# ---- downcounter_timer_ctrl ----
Figure 1. Clock wiring as the flow saved it (downcounter_timer_ctrl).
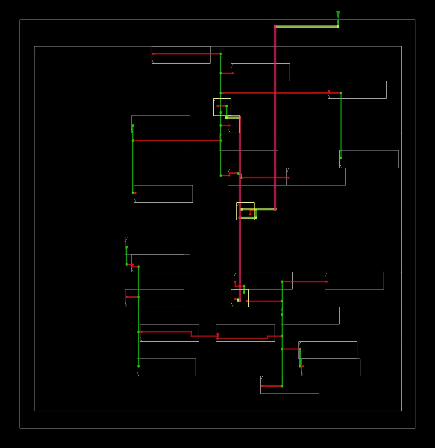

**config.mk**
```make
export PLATFORM = sky130hd
export DESIGN_NAME = downcounter_timer_ctrl
export DESIGN_NICKNAME = d
export VERILOG_FILES = /design/src/rtl/downcounter_timer_ctrl_pkg.sv /design/src/rtl/downcounter_load.sv /design/src/rtl/downcounter_timer_ctrl.sv
export SDC_FILE = /design/constraint.sdc
export NUM_CORES = 1
export LEC_CHECK = 0
export CAP_MARGIN = 20
export CORE_AREA = 2 2 60 62
export DETAILED_ROUTE_END_ITERATION = 6
export DIE_AREA = 0 0 62 64
export MAX_ROUTING_LAYER = met4
export PLACE_DENSITY = 0.63
export SYNTH_ARGS = -nofsm -noshare
export SYNTH_HDL_FRONTEND = slang
export SYNTH_HIERARCHICAL = 1
export SYNTH_SLANG_ARGS = --single-unit
export TNS_END_PERCENT = 10
```
**constraint.sdc**
```tcl
create_clock -name clk -period 6.15 [get_ports clk]
set_clock_uncertainty 0.1 [all_clocks]
set_input_delay 0.615 -clock clk [delete_from_list [all_inputs] [get_ports clk]]
set_output_delay 0.615 -clock clk [all_outputs]
set_load 0.01 [all_outputs]
```
**src/rtl/downcounter_timer_ctrl_pkg.sv**
```systemverilog
// downcounter_timer_ctrl_pkg: shared state encoding and mode constants for the timer controller
package downcounter_timer_ctrl_pkg;
  localparam logic [1:0] IDLE = 2'd0;
  localparam logic [1:0] RUN = 2'd1;
  localparam logic [1:0] HOLD = 2'd2;
  localparam logic MODE_ONESHOT = 1'b0;
  localparam logic MODE_RELOAD = 1'b1;
endpackage

```
**src/rtl/downcounter_load.sv**
```systemverilog
// downcounter_load: loadable down counter, ld over en; ports clk, rst (async low), ld, en, din -> q
module downcounter_load
  import downcounter_timer_ctrl_pkg::*;
#(
  parameter int WIDTH = 4
) (
  input  logic             clk,
  input  logic             rst,
  input  logic             ld,
  input  logic             en,
  input  logic [WIDTH-1:0] din,
  output logic [WIDTH-1:0] q
);
  always_ff @(posedge clk or negedge rst)
    if (!rst) q <= '0;
    else if (ld) q <= din;
    else if (en) q <= q - 1'b1;
endmodule

```
**src/rtl/downcounter_timer_ctrl.sv**
```systemverilog
// downcounter_timer_ctrl: prescaled one-shot/auto-reload timer; in start/stop/hold/mode/period/prescale, out count/busy/tick/done
module downcounter_timer_ctrl
  import downcounter_timer_ctrl_pkg::*;
#(
  parameter int WIDTH = 4,
  parameter int PRE_W = 4
) (
  input  logic             clk,
  input  logic             rst,
  input  logic             start,
  input  logic             stop,
  input  logic             hold,
  input  logic             mode,
  input  logic [WIDTH-1:0] period,
  input  logic [PRE_W-1:0] prescale,
  output logic [WIDTH-1:0] count,
  output logic             busy,
  output logic             tick,
  output logic             done
);
  logic [1:0] state;
  logic [WIDTH-1:0] period_l;
  logic [PRE_W-1:0] pre_l, pre_cnt;
  logic mode_l, active, step, expire, ld, en;
  logic [WIDTH-1:0] din;
  always_comb begin
    active = state != IDLE && !stop && !start;
    step = active && !hold && pre_cnt == '0;
    expire = step && count == '0;
    ld = (start && !stop) || (expire && mode_l == MODE_RELOAD);
    din = start ? period : period_l;
    en = step && count != '0;
    busy = state != IDLE;
  end
  downcounter_load #(.WIDTH(WIDTH)) u_cnt (
    .clk(clk),
    .rst(rst),
    .ld(ld),
    .en(en),
    .din(din),
    .q(count)
  );
  always_ff @(posedge clk or negedge rst)
    if (!rst) begin
      state <= IDLE;
      period_l <= '0;
      pre_l <= '0;
      pre_cnt <= '0;
      mode_l <= MODE_ONESHOT;
      tick <= 1'b0;
      done <= 1'b0;
    end else begin
      tick <= expire;
      if (stop) state <= IDLE;
      else if (start) begin
        state <= RUN;
        period_l <= period;
        pre_l <= prescale;
        mode_l <= mode;
        pre_cnt <= prescale;
        done <= 1'b0;
      end else if (state != IDLE) begin
        state <= hold ? HOLD : (expire && mode_l == MODE_ONESHOT) ? IDLE : RUN;
        if (!hold) pre_cnt <= pre_cnt != '0 ? pre_cnt - 1'b1 : pre_l;
        if (expire && mode_l == MODE_ONESHOT) done <= 1'b1;
      end
    end
endmodule

```
# ---- rs_dsp_mac_sequencer ----
[config.mk]
export PLATFORM = sky130hd
export DESIGN_NAME = rs_dsp_mac_sequencer
export DESIGN_NICKNAME = d
export VERILOG_FILES = /design/src/rtl/rs_dsp_mac_pkg.sv /design/src/rtl/rs_dsp_mac_drain_timer.sv /design/src/rtl/rs_dsp_mac_sequencer.sv
export SDC_FILE = /design/constraint.sdc
export NUM_CORES = 1
export LEC_CHECK = 0
export CAP_MARGIN = 5
export CORE_ASPECT_RATIO = 1.75
export CORE_MARGIN = 1
export CORE_UTILIZATION = 46
export CTS_CLUSTER_SIZE = 14
export DETAILED_ROUTE_END_ITERATION = 6
export HOLD_SLACK_MARGIN = 0.03
export PLACE_DENSITY = 0.86
export SYNTH_ARGS = -nofsm -noshare
export SYNTH_HDL_FRONTEND = slang
export SYNTH_SLANG_ARGS = --single-unit
[constraint.sdc]
create_clock -name clk -period 4.3 [get_ports clk]
set_clock_uncertainty 0.05 [all_clocks]
set_input_delay 0.86 -clock clk [delete_from_list [all_inputs] [get_ports clk]]
set_output_delay 0.86 -clock clk [all_outputs]
set_load 0.02 [all_outputs]
[src/rtl/rs_dsp_mac_pkg.sv]
// Shared widths, DSP constants and sequencer state encoding
// for the RS_DSP_MULTADD dot-product sequencer.
package rs_dsp_mac_pkg;

  localparam int A_W = 20;
  localparam int B_W = 18;
  localparam int Z_W = 38;

  localparam logic [2:0] FEEDBACK_ACC = 3'b000;
  localparam logic [5:0] ACC_FIR_ZERO = 6'd0;

  typedef enum logic [1:0] {
    IDLE,
    ACCUM,
    DRAIN,
    OUTPUT
  } state_t;

endpackage

[src/rtl/rs_dsp_mac_drain_timer.sv]
// Loadable down-counter; done is high once 1+DSP_LATENCY edges
// have passed since load (the load edge counts as the first).
// Ports: clk, lreset (async low), load, done.
module rs_dsp_mac_drain_timer #(
  parameter int DSP_LATENCY = 1
) (
  input  logic clk,
  input  logic lreset,
  input  logic load,
  output logic done
);

  logic [2:0] cnt;

  always_ff @(posedge clk or negedge lreset) begin
    if (!lreset) begin
      cnt <= 3'd0;
    end else if (load) begin
      cnt <= 3'(DSP_LATENCY);
    end else if (cnt != 3'd0) begin
      cnt <= cnt - 3'd1;
    end
  end

  assign done = (cnt == 3'd0);

endmodule

[src/rtl/rs_dsp_mac_sequencer.sv]
// Streams (a,b,sub) beats into an RS_DSP_MULTADD, sequences load_acc,
// waits out DSP latency and returns one dot product per vector.
// Ports: s_* operand stream in, dsp_* primitive pins, m_* result out.
module rs_dsp_mac_sequencer
  import rs_dsp_mac_pkg::*;
#(
  parameter int DSP_LATENCY = 1,
  parameter int MAX_LEN     = 1024,
  parameter int CNT_W       = 11
) (
  input  logic             clk,
  input  logic             lreset,
  input  logic             cfg_unsigned_a,
  input  logic             cfg_unsigned_b,
  input  logic [5:0]       cfg_shift,
  input  logic             cfg_round,
  input  logic             cfg_sat,
  input  logic             s_valid,
  output logic             s_ready,
  input  logic [A_W-1:0]   s_a,
  input  logic [B_W-1:0]   s_b,
  input  logic             s_sub,
  input  logic             s_last,
  output logic [A_W-1:0]   dsp_a,
  output logic [B_W-1:0]   dsp_b,
  output logic [2:0]       dsp_feedback,
  output logic [5:0]       dsp_acc_fir,
  output logic             dsp_load_acc,
  output logic             dsp_unsigned_a,
  output logic             dsp_unsigned_b,
  output logic             dsp_saturate,
  output logic [5:0]       dsp_shift_right,
  output logic             dsp_round,
  output logic             dsp_subtract,
  input  logic [Z_W-1:0]   dsp_z,
  output logic             m_valid,
  input  logic             m_ready,
  output logic [Z_W-1:0]   m_z,
  output logic [CNT_W-1:0] m_count,
  output logic             m_trunc
);

  state_t state_q, state_d;

  logic [CNT_W-1:0] cnt_q, cnt_nx;
  logic trunc_q;
  logic first, accept, last_beat;
  logic done, capture;

  assign dsp_feedback = FEEDBACK_ACC;
  assign dsp_acc_fir  = ACC_FIR_ZERO;

  assign first  = (state_q == IDLE);
  assign accept = s_valid && s_ready;
  assign cnt_nx = first ? CNT_W'(1)
                        : cnt_q + CNT_W'(1);

  // Hitting MAX_LEN ends the vector even without s_last.
  assign last_beat = accept &&
    (s_last || cnt_nx == CNT_W'(MAX_LEN));

  assign capture = (state_q == DRAIN) && done;

  rs_dsp_mac_drain_timer #(
    .DSP_LATENCY(DSP_LATENCY)
  ) u_timer (
    .clk   (clk),
    .lreset(lreset),
    .load  (last_beat),
    .done  (done)
  );

  always_ff @(posedge clk or negedge lreset) begin
    if (!lreset) state_q <= IDLE;
    else         state_q <= state_d;
  end

  always_comb begin
    state_d = state_q;
    s_ready = 1'b0;
    m_valid = 1'b0;
    unique case (state_q)
      IDLE, ACCUM: begin
        s_ready = 1'b1;
        if (last_beat)   state_d = DRAIN;
        else if (accept) state_d = ACCUM;
      end
      DRAIN: begin
        if (done) state_d = OUTPUT;
      end
      OUTPUT: begin
        m_valid = 1'b1;
        if (m_ready) state_d = IDLE;
      end
      default: state_d = IDLE;
    endcase
  end

  // Operand pins: a bubble drives a zero product with
  // load_acc=1 so the accumulator holds its value.
  always_ff @(posedge clk or negedge lreset) begin
    if (!lreset) begin
      dsp_a        <= '0;
      dsp_b        <= '0;
      dsp_subtract <= 1'b0;
      dsp_load_acc <= 1'b1;
    end else if (accept) begin
      dsp_a        <= s_a;
      dsp_b        <= s_b;
      dsp_subtract <= s_sub;
      dsp_load_acc <= !first;
    end else begin
      dsp_a        <= '0;
      dsp_b        <= '0;
      dsp_subtract <= 1'b0;
      dsp_load_acc <= 1'b1;
    end
  end

  always_ff @(posedge clk or negedge lreset) begin
    if (!lreset) begin
      dsp_unsigned_a  <= 1'b0;
      dsp_unsigned_b  <= 1'b0;
      dsp_saturate    <= 1'b0;
      dsp_shift_right <= 6'd0;
      dsp_round       <= 1'b0;
    end else if (accept && first) begin
      dsp_unsigned_a  <= cfg_unsigned_a;
      dsp_unsigned_b  <= cfg_unsigned_b;
      dsp_saturate    <= cfg_sat;
      dsp_shift_right <= cfg_shift;
      dsp_round       <= cfg_round;
    end
  end

  always_ff @(posedge clk or negedge lreset) begin
    if (!lreset) begin
      cnt_q   <= '0;
      trunc_q <= 1'b0;
    end else if (accept) begin
      cnt_q <= cnt_nx;
      if (last_beat) trunc_q <= !s_last;
    end
  end

  always_ff @(posedge clk or negedge lreset) begin
    if (!lreset) begin
      m_z     <= '0;
      m_count <= '0;
      m_trunc <= 1'b0;
    end else if (capture) begin
      m_z     <= dsp_z;
      m_count <= cnt_q;
      m_trunc <= trunc_q;
    end
  end

endmodule

# ---- rider_steer_ctrl_flat ----
==> src/rtl/rider_steer_if.sv <==
// A2D-side bundle for the rider steering controller: load-cell/battery readings
// in one direction, the conversion request strobe in the other.
interface rider_steer_if;
  logic [11:0] lft_ld;
  logic [11:0] rght_ld;
  logic [11:0] batt;
  logic        nxt;

  modport master (output lft_ld, output rght_ld, output batt, input nxt);
  modport slave  (input lft_ld, input rght_ld, input batt, output nxt);
endinterface

==> src/rtl/rider_steer_ctrl.sv <==
// Rider presence / balance qualifier, A2D conversion strobe and low-battery flag.
// Define RIDER_STEER_FAST_SIM_EN to shorten the steer-enable settle time to 2^15 clocks.
module rider_steer_ctrl #(
  parameter logic [11:0] MIN_RIDER_WT  = 12'h200,
  parameter logic [11:0] WT_HYSTERESIS = 12'h040,
  parameter logic [11:0] BATT_THRES    = 12'h800,
  parameter logic [15:0] NXT_PERIOD    = 16'd4096
) (
  input  logic           clk,
  input  logic           rst,
  rider_steer_if.slave   a2d,
  output logic           en_steer,
  output logic           rider_off,
  output logic           batt_low
);

  typedef enum logic [1:0] {IDLE, WAIT, STEER_EN} state_t;

  localparam logic [12:0] SUM_HI = {1'b0, MIN_RIDER_WT} + {1'b0, WT_HYSTERESIS};
  localparam logic [12:0] SUM_LO = {1'b0, MIN_RIDER_WT} - {1'b0, WT_HYSTERESIS};

  function automatic logic [11:0] abs_diff(input logic [11:0] a, input logic [11:0] b);
    abs_diff = (a >= b) ? (a - b) : (b - a);
  endfunction

  state_t      state;
  logic [25:0] tmr;
  logic [15:0] nxt_cnt;
  logic [12:0] sum;
  logic [11:0] diff;
  logic        sum_gt_min;
  logic        sum_lt_min;
  logic        diff_gt_1_4;
  logic        diff_gt_15_16;
  logic        tmr_full;

  assign sum           = {1'b0, a2d.lft_ld} + {1'b0, a2d.rght_ld};
  assign diff          = abs_diff(a2d.lft_ld, a2d.rght_ld);
  assign sum_gt_min    = sum > SUM_HI;
  assign sum_lt_min    = sum < SUM_LO;
  assign diff_gt_1_4   = {1'b0, diff} > (sum >> 2);
  assign diff_gt_15_16 = {1'b0, diff} > (sum - (sum >> 4));

`ifdef RIDER_STEER_FAST_SIM_EN
  assign tmr_full = &tmr[14:0];
`else
  assign tmr_full = &tmr;
`endif

  // Outputs are registered with the state so they always equal the decode of it.
  always_ff @(posedge clk or posedge rst) begin
    if (rst) begin
      state     <= IDLE;
      tmr       <= '0;
      en_steer  <= 1'b0;
      rider_off <= 1'b1;
    end else begin
      case (state)
        IDLE: begin
          if (sum_gt_min) begin
            state     <= WAIT;
            tmr       <= '0;
            rider_off <= 1'b0;
          end
        end
        WAIT: begin
          if (sum_lt_min) begin
            state     <= IDLE;
            rider_off <= 1'b1;
          end else if (diff_gt_1_4) begin
            tmr <= '0;
          end else if (tmr_full) begin
            state    <= STEER_EN;
            en_steer <= 1'b1;
          end else begin
            tmr <= tmr + 26'd1;
          end
        end
        STEER_EN: begin
          if (sum_lt_min) begin
            state     <= IDLE;
            en_steer  <= 1'b0;
            rider_off <= 1'b1;
          end else if (diff_gt_15_16) begin
            state    <= WAIT;
            tmr      <= '0;
            en_steer <= 1'b0;
          end
        end
        default: begin
          state     <= IDLE;
          en_steer  <= 1'b0;
          rider_off <= 1'b1;
        end
      endcase
    end
  end

  // nxt is registered off the terminal count, so the first pulse lands a full period after reset.
  always_ff @(posedge clk or posedge rst) begin
    if (rst) begin
      nxt_cnt  <= '0;
      a2d.nxt  <= 1'b0;
      batt_low <= 1'b0;
    end else begin
      a2d.nxt <= (nxt_cnt == NXT_PERIOD - 16'd1);
      if (nxt_cnt == NXT_PERIOD - 16'd1) nxt_cnt <= '0;
      else                               nxt_cnt <= nxt_cnt + 16'd1;
      if (a2d.nxt) batt_low <= (a2d.batt < BATT_THRES);
    end
  end

endmodule
==> src/flat_wrapper.sv <==
// flat-port wrapper written by rule: the top's interface ports become plain ports
module rider_steer_ctrl_flat 
#(
  parameter logic [11:0] MIN_RIDER_WT  = 12'h200,
  parameter logic [11:0] WT_HYSTERESIS = 12'h040,
  parameter logic [11:0] BATT_THRES    = 12'h800,
  parameter logic [15:0] NXT_PERIOD    = 16'd4096
)
  (clk, rst, en_steer, rider_off, batt_low, a2d_lft_ld, a2d_rght_ld, a2d_batt, a2d_nxt);
  rider_steer_if a2d_i ();
  input  logic clk;
  input  logic rst;
  output logic en_steer;
  output logic rider_off;
  output logic batt_low;
  input wire logic [$bits(a2d_i.lft_ld)-1:0] a2d_lft_ld;
  input wire logic [$bits(a2d_i.rght_ld)-1:0] a2d_rght_ld;
  input wire logic [$bits(a2d_i.batt)-1:0] a2d_batt;
  output wire logic [$bits(a2d_i.nxt)-1:0] a2d_nxt;
  assign a2d_i.lft_ld = a2d_lft_ld;
  assign a2d_i.rght_ld = a2d_rght_ld;
  assign a2d_i.batt = a2d_batt;
  assign a2d_nxt = a2d_i.nxt;
  rider_steer_ctrl #(.MIN_RIDER_WT(MIN_RIDER_WT), .WT_HYSTERESIS(WT_HYSTERESIS), .BATT_THRES(BATT_THRES), .NXT_PERIOD(NXT_PERIOD)) u_core (.clk(clk), .rst(rst), .a2d(a2d_i), .en_steer(en_steer), .rider_off(rider_off), .batt_low(batt_low));
endmodule
==> config.mk <==
export PLATFORM = sky130hd
export DESIGN_NAME = rider_steer_ctrl_flat
export DESIGN_NICKNAME = d
export VERILOG_FILES = /design/src/rtl/rider_steer_if.sv /design/src/rtl/rider_steer_ctrl.sv /design/src/flat_wrapper.sv
export SDC_FILE = /design/constraint.sdc
export NUM_CORES = 1
export LEC_CHECK = 0
export ABC_AREA = 1
export CORE_MARGIN = 5
export CORE_UTILIZATION = 40
export DETAILED_ROUTE_END_ITERATION = 8
export HOLD_SLACK_MARGIN = 0.12
export SYNTH_ARGS = -nofsm -noshare
export SYNTH_HDL_FRONTEND = slang
export SYNTH_SLANG_ARGS = --single-unit
==> constraint.sdc <==
create_clock -name clk -period 3.6 [get_ports clk]
set_clock_uncertainty 0.15 [all_clocks]
set_input_delay 0.54 -clock clk [delete_from_list [all_inputs] [get_ports clk]]
set_output_delay 0.54 -clock clk [all_outputs]
set_load 0.005 [all_outputs]
# ---- ifetch_controller ----
[config.mk]
export PLATFORM = sky130hd
export DESIGN_NAME = ifetch_controller
export DESIGN_NICKNAME = d
export VERILOG_FILES = /design/src/rtl/pipeline_pkg.sv /design/src/rtl/fetch_queue.sv /design/src/rtl/ifetch_controller.sv
export SDC_FILE = /design/constraint.sdc
export NUM_CORES = 1
export LEC_CHECK = 0
export CAP_MARGIN = 5
export CORE_ASPECT_RATIO = 1.4
export CORE_MARGIN = 5
export CORE_UTILIZATION = 52
export DETAILED_ROUTE_END_ITERATION = 16
export PLACE_DENSITY = 0.81
export SETUP_SLACK_MARGIN = 0.05
export SYNTH_ARGS = -nofsm -noshare
export SYNTH_HDL_FRONTEND = slang
export SYNTH_HIERARCHICAL = 1
export SYNTH_SLANG_ARGS = --single-unit
[constraint.sdc]
create_clock -name clk -period 3.4 [get_ports clk]
set_input_delay 0.68 -clock clk [delete_from_list [all_inputs] [get_ports clk]]
set_output_delay 0.68 -clock clk [all_outputs]
set_load 0.02 [all_outputs]
[src/rtl/pipeline_pkg.sv]
// Shared definitions for the instruction-fetch slice of the 5-stage MIPS pipeline.
//   RESET_PC_DEF / EXC_PC_DEF : default reset PC and exception vector
//   NOP_INSTR                 : instruction word used to clear the fetch queue
//   fetch_state_e             : fetch sequencer states
//   fetch_entry_t             : one fetch-queue entry {instr, pc_plus4}
package pipeline_pkg;

  localparam logic [31:0] RESET_PC_DEF = 32'h0000_0000;
  localparam logic [31:0] EXC_PC_DEF   = 32'h8000_0004;
  localparam logic [31:0] NOP_INSTR    = 32'h0000_0000;

  typedef enum logic [1:0] {
    FETCH  = 2'd0,
    HOLD   = 2'd1,
    HALTED = 2'd2
  } fetch_state_e;

  typedef struct packed {
    logic [31:0] instr;
    logic [31:0] pc_plus4;
  } fetch_entry_t;

endpackage

[src/rtl/fetch_queue.sv]
// Two-entry synchronous FIFO holding fetched {instr, pc_plus4} words.
//   clk_i, reset_i : clock, synchronous active-high reset (clears entries)
//   push_i, data_i : enqueue data_i
//   pop_i          : dequeue head
//   flush_i        : discard all entries; wins over push_i/pop_i
//   full_o/empty_o : occupancy flags
//   head_o         : entry 0, registered
module fetch_queue
  import pipeline_pkg::*;
#(
  parameter int unsigned DEPTH = 2
) (
  input  logic         clk_i,
  input  logic         reset_i,
  input  logic         push_i,
  input  logic         pop_i,
  input  logic         flush_i,
  input  fetch_entry_t data_i,
  output logic         full_o,
  output logic         empty_o,
  output fetch_entry_t head_o
);

  fetch_entry_t e0_q, e0_d, e1_q, e1_d;
  logic [1:0]   cnt_q, cnt_d;

  always_comb begin
    e0_d  = e0_q;
    e1_d  = e1_q;
    cnt_d = cnt_q;
    if (flush_i) begin
      cnt_d = '0;
    end else begin
      unique case ({push_i, pop_i})
        2'b10: begin
          if (cnt_q == 2'd0) e0_d = data_i;
          else               e1_d = data_i;
          cnt_d = cnt_q + 2'd1;
        end
        2'b01: begin
          if (cnt_q == 2'd2) e0_d = e1_q;
          cnt_d = cnt_q - 2'd1;
        end
        2'b11: begin
          // Single entry being consumed: the new word becomes the head directly.
          if (cnt_q == 2'd1) begin
            e0_d = data_i;
          end else begin
            e0_d = e1_q;
            e1_d = data_i;
          end
        end
        default: ;
      endcase
    end
  end

  always_ff @(posedge clk_i) begin
    if (reset_i) begin
      e0_q  <= '{instr: NOP_INSTR, pc_plus4: '0};
      e1_q  <= '{instr: NOP_INSTR, pc_plus4: '0};
      cnt_q <= '0;
    end else begin
      e0_q  <= e0_d;
      e1_q  <= e1_d;
      cnt_q <= cnt_d;
    end
  end

  assign full_o  = (cnt_q == 2'(DEPTH));
  assign empty_o = (cnt_q == 2'd0);
  assign head_o  = e0_q;

endmodule

[src/rtl/ifetch_controller.sv]
// Instruction fetch sequencer: owns the PC, drives the combinational ROM,
// buffers fetched words in a 2-entry queue and hands them to IF/ID over a
// valid/ready handshake. Redirect priority: exc_req > ex_branch > id_jump.
//   clk, reset                    : clock, synchronous active-high reset
//   imem_addr / imem_instr        : ROM address (PC flop) and same-cycle data
//   if_instr/if_pc_plus4/if_valid : queue head towards decode
//   id_ready                      : decode accepts head this cycle
//   id_jump/id_target             : ID jump redirect
//   ex_branch/ex_target           : EX taken-branch redirect
//   exc_req                       : exception redirect to EXC_PC
//   halt_req / halted             : stop-fetch request (level) / HALTED status
module ifetch_controller
  import pipeline_pkg::*;
#(
  parameter logic [31:0] RESET_PC = RESET_PC_DEF,
  parameter logic [31:0] EXC_PC   = EXC_PC_DEF,
  parameter int unsigned QDEPTH   = 2
) (
  input  logic        clk,
  input  logic        reset,
  output logic [31:0] imem_addr,
  input  logic [31:0] imem_instr,
  output logic [31:0] if_instr,
  output logic [31:0] if_pc_plus4,
  output logic        if_valid,
  input  logic        id_ready,
  input  logic        id_jump,
  input  logic [31:0] id_target,
  input  logic        ex_branch,
  input  logic [31:0] ex_target,
  input  logic        exc_req,
  input  logic        halt_req,
  output logic        halted
);

  fetch_state_e state_q, state_d;
  logic [31:0]  pc_q, pc_d;
  logic [31:0]  redir_tgt;
  logic         redir, deq, push, q_full, q_empty;
  fetch_entry_t q_head;

  assign deq   = if_valid & id_ready;
  assign redir = exc_req | ex_branch | id_jump;

  always_comb begin
    redir_tgt = id_target;
    if (exc_req)        redir_tgt = EXC_PC;
    else if (ex_branch) redir_tgt = ex_target;
  end

  assign push = (state_q == FETCH) & ~redir & (~q_full | deq);

  always_comb begin
    pc_d    = pc_q;
    state_d = state_q;
    if (redir)     pc_d = redir_tgt & 32'hFFFF_FFFC;
    else if (push) pc_d = pc_q + 32'd4;

    unique case (state_q)
      FETCH, HOLD: begin
        if (redir)                 state_d = FETCH;
        else if (halt_req)         state_d = HALTED;
        else if (q_full && !deq)   state_d = HOLD;
        else                       state_d = FETCH;
      end
      HALTED: begin
        if (redir || !halt_req) state_d = FETCH;
      end
      default: state_d = FETCH;
    endcase
  end

  always_ff @(posedge clk) begin
    if (reset) begin
      pc_q    <= RESET_PC;
      state_q <= FETCH;
    end else begin
      pc_q    <= pc_d;
      state_q <= state_d;
    end
  end

  // Flush drops any dequeue in the redirect cycle, so pop is masked too.
  fetch_queue #(.DEPTH(QDEPTH)) u_queue (
    .clk_i   (clk),
    .reset_i (reset),
    .push_i  (push),
    .pop_i   (deq & ~redir),
    .flush_i (redir),
    .data_i  ('{instr: imem_instr, pc_plus4: pc_q + 32'd4}),
    .full_o  (q_full),
    .empty_o (q_empty),
    .head_o  (q_head)
  );

  assign imem_addr   = pc_q;
  assign if_valid    = ~q_empty;
  assign if_instr    = q_head.instr;
  assign if_pc_plus4 = q_head.pc_plus4;
  assign halted      = (state_q == HALTED);

endmodule

Figure 2. Metal 2 (rs_dsp_mac_sequencer).
(4 px per µm)
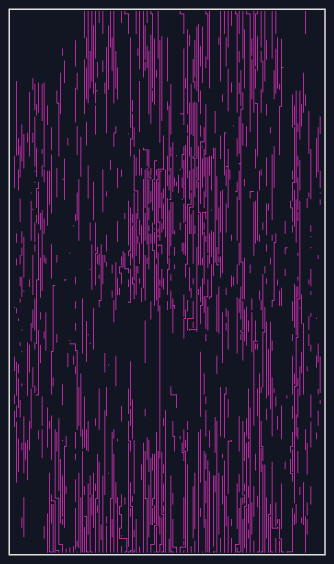
588 nets have wire on it. The layer carries 6,350 µm of wire.
M2 GR Usage: 41.1%
WL final: 11.2 mm
Via Count: 3,406

==> results.toml, rs_dsp_mac_sequencer <==
# yosys + openroad results
[global_routing]
busiest_layer = "met2"
grt.total_usage_pct = 22.2
grt_pass1_vias = 3573
grt_use_met3_pct = 6.51

[die]
dieWidth_um = 78.6
ioPinCount = 203
coreArea_mm2 = 0.00991

[clock_tree]
clk_path_buf_depth = 2
cts_resized = 0
clkTransAtPathRegs_ns = 0.05
worstSkewPairLatency_ns = 0.40

[route]
dr_wl_met2_mm = 6.35
wl_met3_um = 699
drt-met1-wl_mm = 3.91
dr.max_layer_used = "met4"

[timing]
hold_viol_final = 0
max_slew.worst_pin.slew_ns = 0.975
fin_crit_sh_pct = 65.3
fmax_ghz = 0.356
rsz0062_at_grt = "no"
whs_ns = 0.437

[final_layout]
nNonClkBuffers = 198
nClkBuffers = 22
nets = 637
seq_area_mm2 = 0.00293
top_regs = "m_z: 38 flops, dsp_a: 20 flops, dsp_b: 18 flops"
n_antenna_cell = 0
buf_share_pct = 27.1

[pwr]
combinationalPower_mw = 1.85
power_density_mw_per_mm2 = 668
pg_seq_mw = 1.70
pg_clk_mw = 1.31

[logic_synthesis]
synthAoiAreaFrac_pct = 5.38
edf_count = 0
yosysWarnings = 0
ys_cells = 345
synth_seq_share_pct = 62.1
simple_gate_area_share_pct = 12.1
ys_sh_mux_pct = 15.0
syn_area_per_cell_um2 = 13.7
synthFlopType = "dfrtp_1"
async_reset_ff_share_pct = 100

[worst_hold_path]
hp-class = "reg -> reg"

[outcome]
status = "finished clean"

[placement]
hpwl_mm = 7.90

[flow_run]
cap_violations = 0
[rs_dsp_mac_sequencer: worst paths after layout]
| path | from | to | slack, ns | cells past startpoint |
|---|---|---|---|---|
| worst max-delay path | state_q[0] | m_valid | 1.49 | 2 |
| worst min-delay path | m_z[35] | m_z[35] | 0.44 | 1 |
| worst max register to register | state_q[1] | dsp_shift_right[4] | 1.99 | 4 |
| worst min register to register | m_z[35] | m_z[35] | 0.44 | 1 |
| max in group asynchronous | lreset | dsp_load_acc | 2.81 | 2 |
| min in group asynchronous | lreset | m_z[17] | 0.45 | 1 |
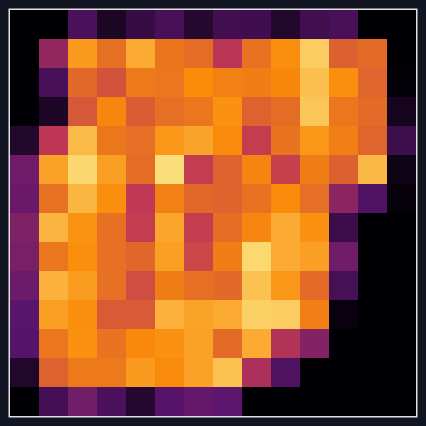
Figure 3: rider_steer_ctrl_flat, placement density heat map.
(3 px per µm) 14 x 14 tiles, from black (low) to pale yellow (high), 0 to 100% covered.
The mean over all tiles is 49%. The emptiest ninth of the die: south-east. 25% of the tiles are over 75% full. The densest ninth of the die: center.
Starting Density: 41.0%
utilization after layout: 60.6%
Core Area: 0.0153 mm²

==> results.toml, rider_steer_ctrl_flat <==
# yosys + openroad results
[outcome]
status = "finished, violations left"
violations = "setup timing"

[final_layout]
most-common-layout-cells = "nand2_1 (236), buf_4 (208), inv_1 (126)"
final_cell_count_no_fill = 1430
layout.cells.most_common = "nand2_1"

[global_routing]
busiest_layer = "met2"

[timing]
fin_ws_ns = -0.826
setup_violations = 29
fmax_ghz = 0.226

[pwr]
maxPowerGroup = "combinational logic"
power.share.sequential_pct = 16.7

[setup_path]
rr_endpoint = "u_core.state[1]"
path_delay_family = "simple AND/OR/NAND/NOR gates"
critPathLaunchType = "primary input"

[route]
drcViolationCount = 0
wl_per_cell_um = 13.0

[logic_synthesis]
synth_nets = 1096
ys.flops = 48
top_cells_by_area = "dfrtp_1 (19%), nand2_1 (18%), ha_1 (14%)"
synthAoiAreaFrac_pct = 7.19

[die]
rows = 45
ioPinCount = 42

[clock_tree]
cts_tree = "yes"

[placement]
place_ws_ns = -1.51
[rider_steer_ctrl_flat: metrics by stage]
stage	TNS (ns)	power, mW	area [µm²]
finish	-23.08	3.56	9270
CTS	-22.07	3.42	9050
detailed placement	-43.08	2.64	8270
global route	-30.38	3.86	9270
floorplan	-21.57	1.80	6340
global placement	-41.29	2.62	8270
[rider_steer_ctrl_flat: final cells by class]
type,count,share of cell area [%]
clock buffers,6,1.50
inverters,157,6.35
multi-input cells,758,54.4
well taps,211,2.85
flip-flops and latches,48,13.0
clock inverters,2,0.148
repair buffers,248,21.8
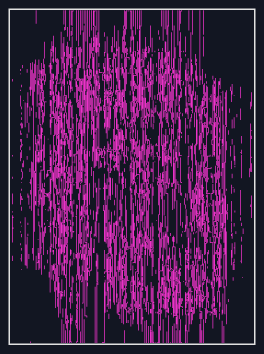
Figure 4: ifetch_controller, metal 2.
(2 px per µm)
The longest straight run is 93.5 µm. 1,103 nets have wire on it. The layer holds 49% of the routed length. The layer carries 14,300 µm of wire. The wires run mostly vertical.
WL final: 29.0 mm
Via Count: 9,466
M2 GR Usage: 46.2%

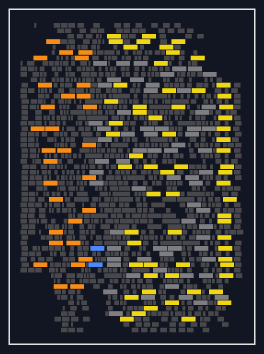
Figure 5: ifetch_controller, sequential cells colored by netlist name.
(2 px per µm) Other sequential cells in the stronger gray, the rest of the logic in the fainter gray.
Key: imem_addr = orange [sequential cells 30, where a vertical strip on the left]; u_queue/head_o = yellow [sequential cells 64]; state_q = blue [sequential cells 2]

==> results.toml, ifetch_controller <==
# yosys + openroad results
[setup_path]
critPathArrivalTime_ns = 3.30
critPathMostFrequentCell = "ha_1"
cp-end-kind = "flop"
cp_num_cells = 11
critPathLaunchType = "flop"
path_max_fanout = 33
critPathKind = "reg -> reg"
rr_endpoint = "u_queue/head_o[33]"

[logic_synthesis]
top_cells_by_area = "dfxtp_1 (36%), a311oi_1 (6.2%), o211ai_1 (5.3%)"
simple_gate_area_share_pct = 12.0
ys.flops = 162
synthCells = 1088
synthFlopType = "dfxtp_1"
ys_chip_area_mm2 = 0.00913
synth_seq_share_pct = 35.5
async_reset_ff_share_pct = 0
yosysTopAreaCell = "dfxtp_1"
ys_cells = 1088

[die]
ioPinCount = 201
num_tap_cells = 236
coreArea_mm2 = 0.0173
die_area_mm2 = 0.0203

[final_layout]
largest_class = "combinational gates"
most-common-layout-cells = "clkdlybuf4s50_1 (193), dfxtp_1 (162), o21ai_0 (95)"
layout.cells.most_common = "clkdlybuf4s50_1"
num-nonclk-inverters = 17
clk_share_pct = 5.28

[pwr]
pg_clk_mw = 2.03
p_int_mw = 3.33
leakage_nw = 3.79
power_switching_mw = 1.12

[outcome]
status = "finished clean"

[timing]
finalSetupTns_ns = 0
setup_violations = 0
fin_ws_ns = 0.418
fmax_ghz = 0.335
whs_ns = 0.462
finClkSkew_ns = 0.0122
max_slew.worst_pin.slew_ns = 0.693
min_period_ns = 2.98

[global_routing]
grt_pass1_wl_mm = 46.1

[flow_run]
cap_violations = 0

[placement]
gp_routability_congestion = 0.916
port_buffers = 194
place_area_mm2 = 0.0112

[clock_tree]
clk_path_buf_depth = 2
worstSkewPairLatency_ns = 0.43

[route]
drcViolationCount = 0
-- ifetch_controller: metal layers --
layer | vias up | routed length, µm | track usage, %
li1 | 4455 | - | -
met1 | 4464 | 11300 | 34.6
met2 | 496 | 14300 | 46.2
met3 | 51 | 2590 | 5.70
met4 | 0 | 811 | 10.0
met5 | - | 0 | 0
-- ifetch_controller: sequential cells by signal (all words and copies together), names as in the netlist --
| name | count |
|---|---|
| state_q | 2 |
| imem_addr | 30 |
| u_queue/head_o | 64 |
| u_queue/cnt_q | 2 |
| u_queue/e1_q | 64 |
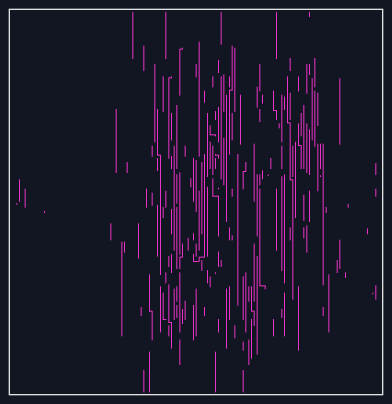
Figure 6: downcounter_timer_ctrl, metal 2.
(6 px per µm)
The layer carries 1,090 µm of wire. The wires run mostly vertical.

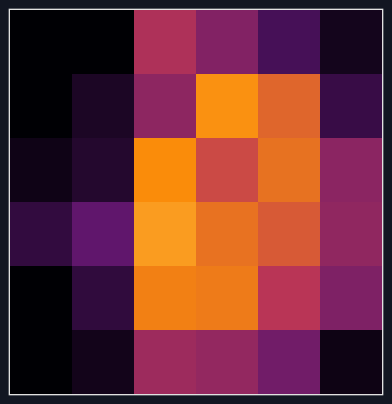
Figure 7: downcounter_timer_ctrl, placement density heat map.
(6 px per µm) 6 x 6 tiles, from black (low) to pale yellow (high), 0 to 100% covered.
5.6% of the tiles are over 75% full. The fullest tile reaches 79%. 14% of the tiles are nearly empty. The emptiest ninth of the die: north-west.
utilization after layout: 42.0%
Starting Density: 34.5%
Core Area: 0.00328 mm²

Notes on Figure 1 above:
CTS Sinks: 21
clk latency late pin: 0.31 ns
Flop Count: 21
clk pwr: 0.0669 mW

==> results.toml, downcounter_timer_ctrl <==
# yosys + openroad results
[outcome]
status = "finished clean"

[global_routing]
grt_use_met3_pct = 1.82
grt_max_degree = 22
grt_overflow_total = 0
busiest_layer = "met2"
grt_pass1_vias = 872

[pwr]
finalPower_mw = 0.339
combPwrFrac_pct = 27.8
power_density_mw_per_mm2 = 246
max-vdd-ir-drop_mv = 0.0652

[setup_path]
cpMaxStageDelayCell = "clkdlybuf4s50_1"
critPathKind = "in -> reg"
critPathLaunchType = "primary input"
cp.required_ns = 6.26
rr_endpoint = "u_cnt/q[3]"
cp-startpoint = "start"
cp-end-kind = "flop"

[logic_synthesis]
ys_cells = 111
synthFlopType = "dfrtp_1"
yosysTopAreaCell = "dfrtp_1"
synth_seq_share_pct = 46.4
yosysWarnings = 6
ys.flops = 21
top_cells_by_area = "dfrtp_1 (46%), nand2_1 (9.9%), mux2_1 (4.0%)"

[flow_run]
cap_violations = 0

[final_layout]
most-common-layout-cells = "nand2_1 (30), dfrtp_1 (21), clkdlybuf4s50_1 (20)"
nets = 148
fin_area_mm2 = 0.00138

[die]
ioPinCount = 21
rows = 21
die_area_mm2 = 0.00397

[route]
dr.max_layer_used = "met4"
dr_wl_met2_mm = 1.09
drcViolationCount = 0
wl_met3_um = 73

[timing]
drv_slew = 0
finalSetupTns_ns = 0
hold_viol_final = 0
min_period_ns = 2.59

[clock_tree]
cts_hold_buf = 0
clk_path_buf_depth = 2

[worst_hold_path]
min_from = "period_l[3]"
hp-class = "reg -> reg"

[placement]
hpwl_mm = 1.66
[downcounter_timer_ctrl: state kept, by name, indices dropped and copies added (netlist names)]
name and flops:
pre_cnt 4, tick 1, mode_l 1, period_l 4, pre_l 4, u_cnt/q 4, done 1, state 2
[downcounter_timer_ctrl: cell type report]
class / count / share of cell area (%)
multi-input cells: 80 / 39.6
flip-flops and latches: 21 / 38.1
repair buffers: 20 / 14.5
well taps: 46 / 4.17
clock buffers: 3 / 1.63
inverters: 6 / 1.63
clock inverters: 1 / 0.363


==> gallery <==
Sequential cells colored by netlist name.
picture 1
(3 px per µm) Other sequential cells in the stronger gray, the rest of the logic in the fainter gray.
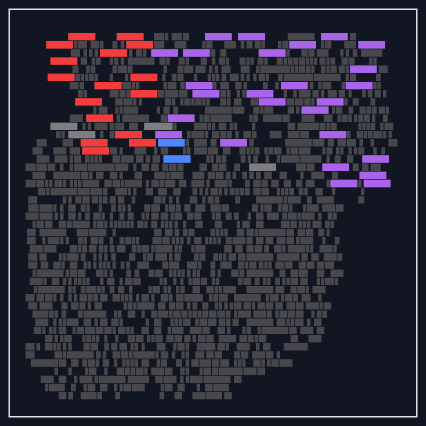
picture 2
(4 px per µm) Other sequential cells in the stronger gray, the rest of the logic in the fainter gray.
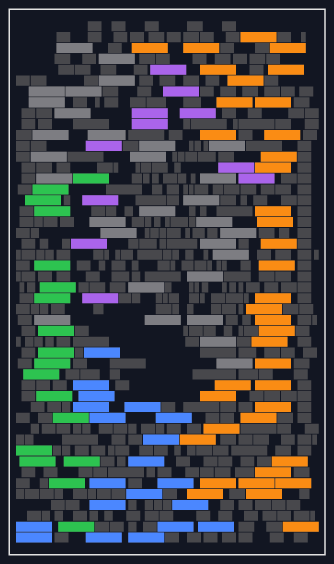
picture 3
(6 px per µm) Other sequential cells in the stronger gray, the rest of the logic in the fainter gray.
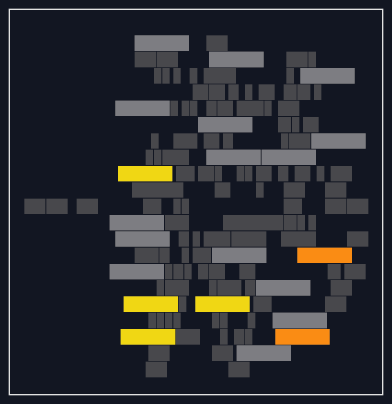
The one with the fewest sequential cells is picture 3.
rs_dsp_mac_sequencer -> picture 2
rider_steer_ctrl_flat -> picture 1
downcounter_timer_ctrl -> picture 3


==> screenshots <==
Clock wiring as the flow saved it.
shot_01.png
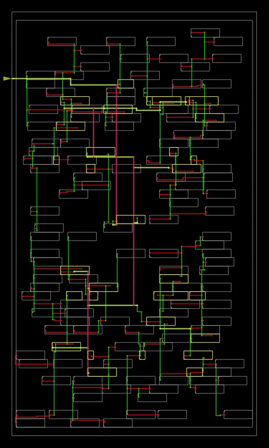
shot_02.png
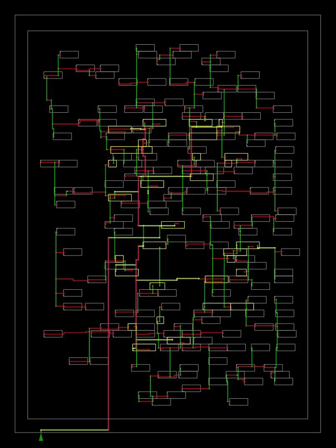
shot_03.png
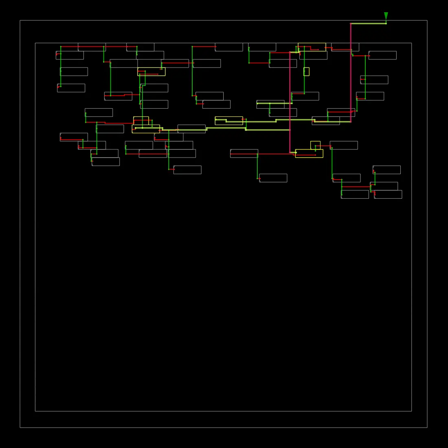
shot_01.png is rs_dsp_mac_sequencer.
shot_03.png is rider_steer_ctrl_flat.
shot_02.png is ifetch_controller.
The one with the most sequential cells is shot_02.png.
The one with the fewest sequential cells is shot_03.png.

Power figures rest on the tool's default switching activity, not on a simulated workload.
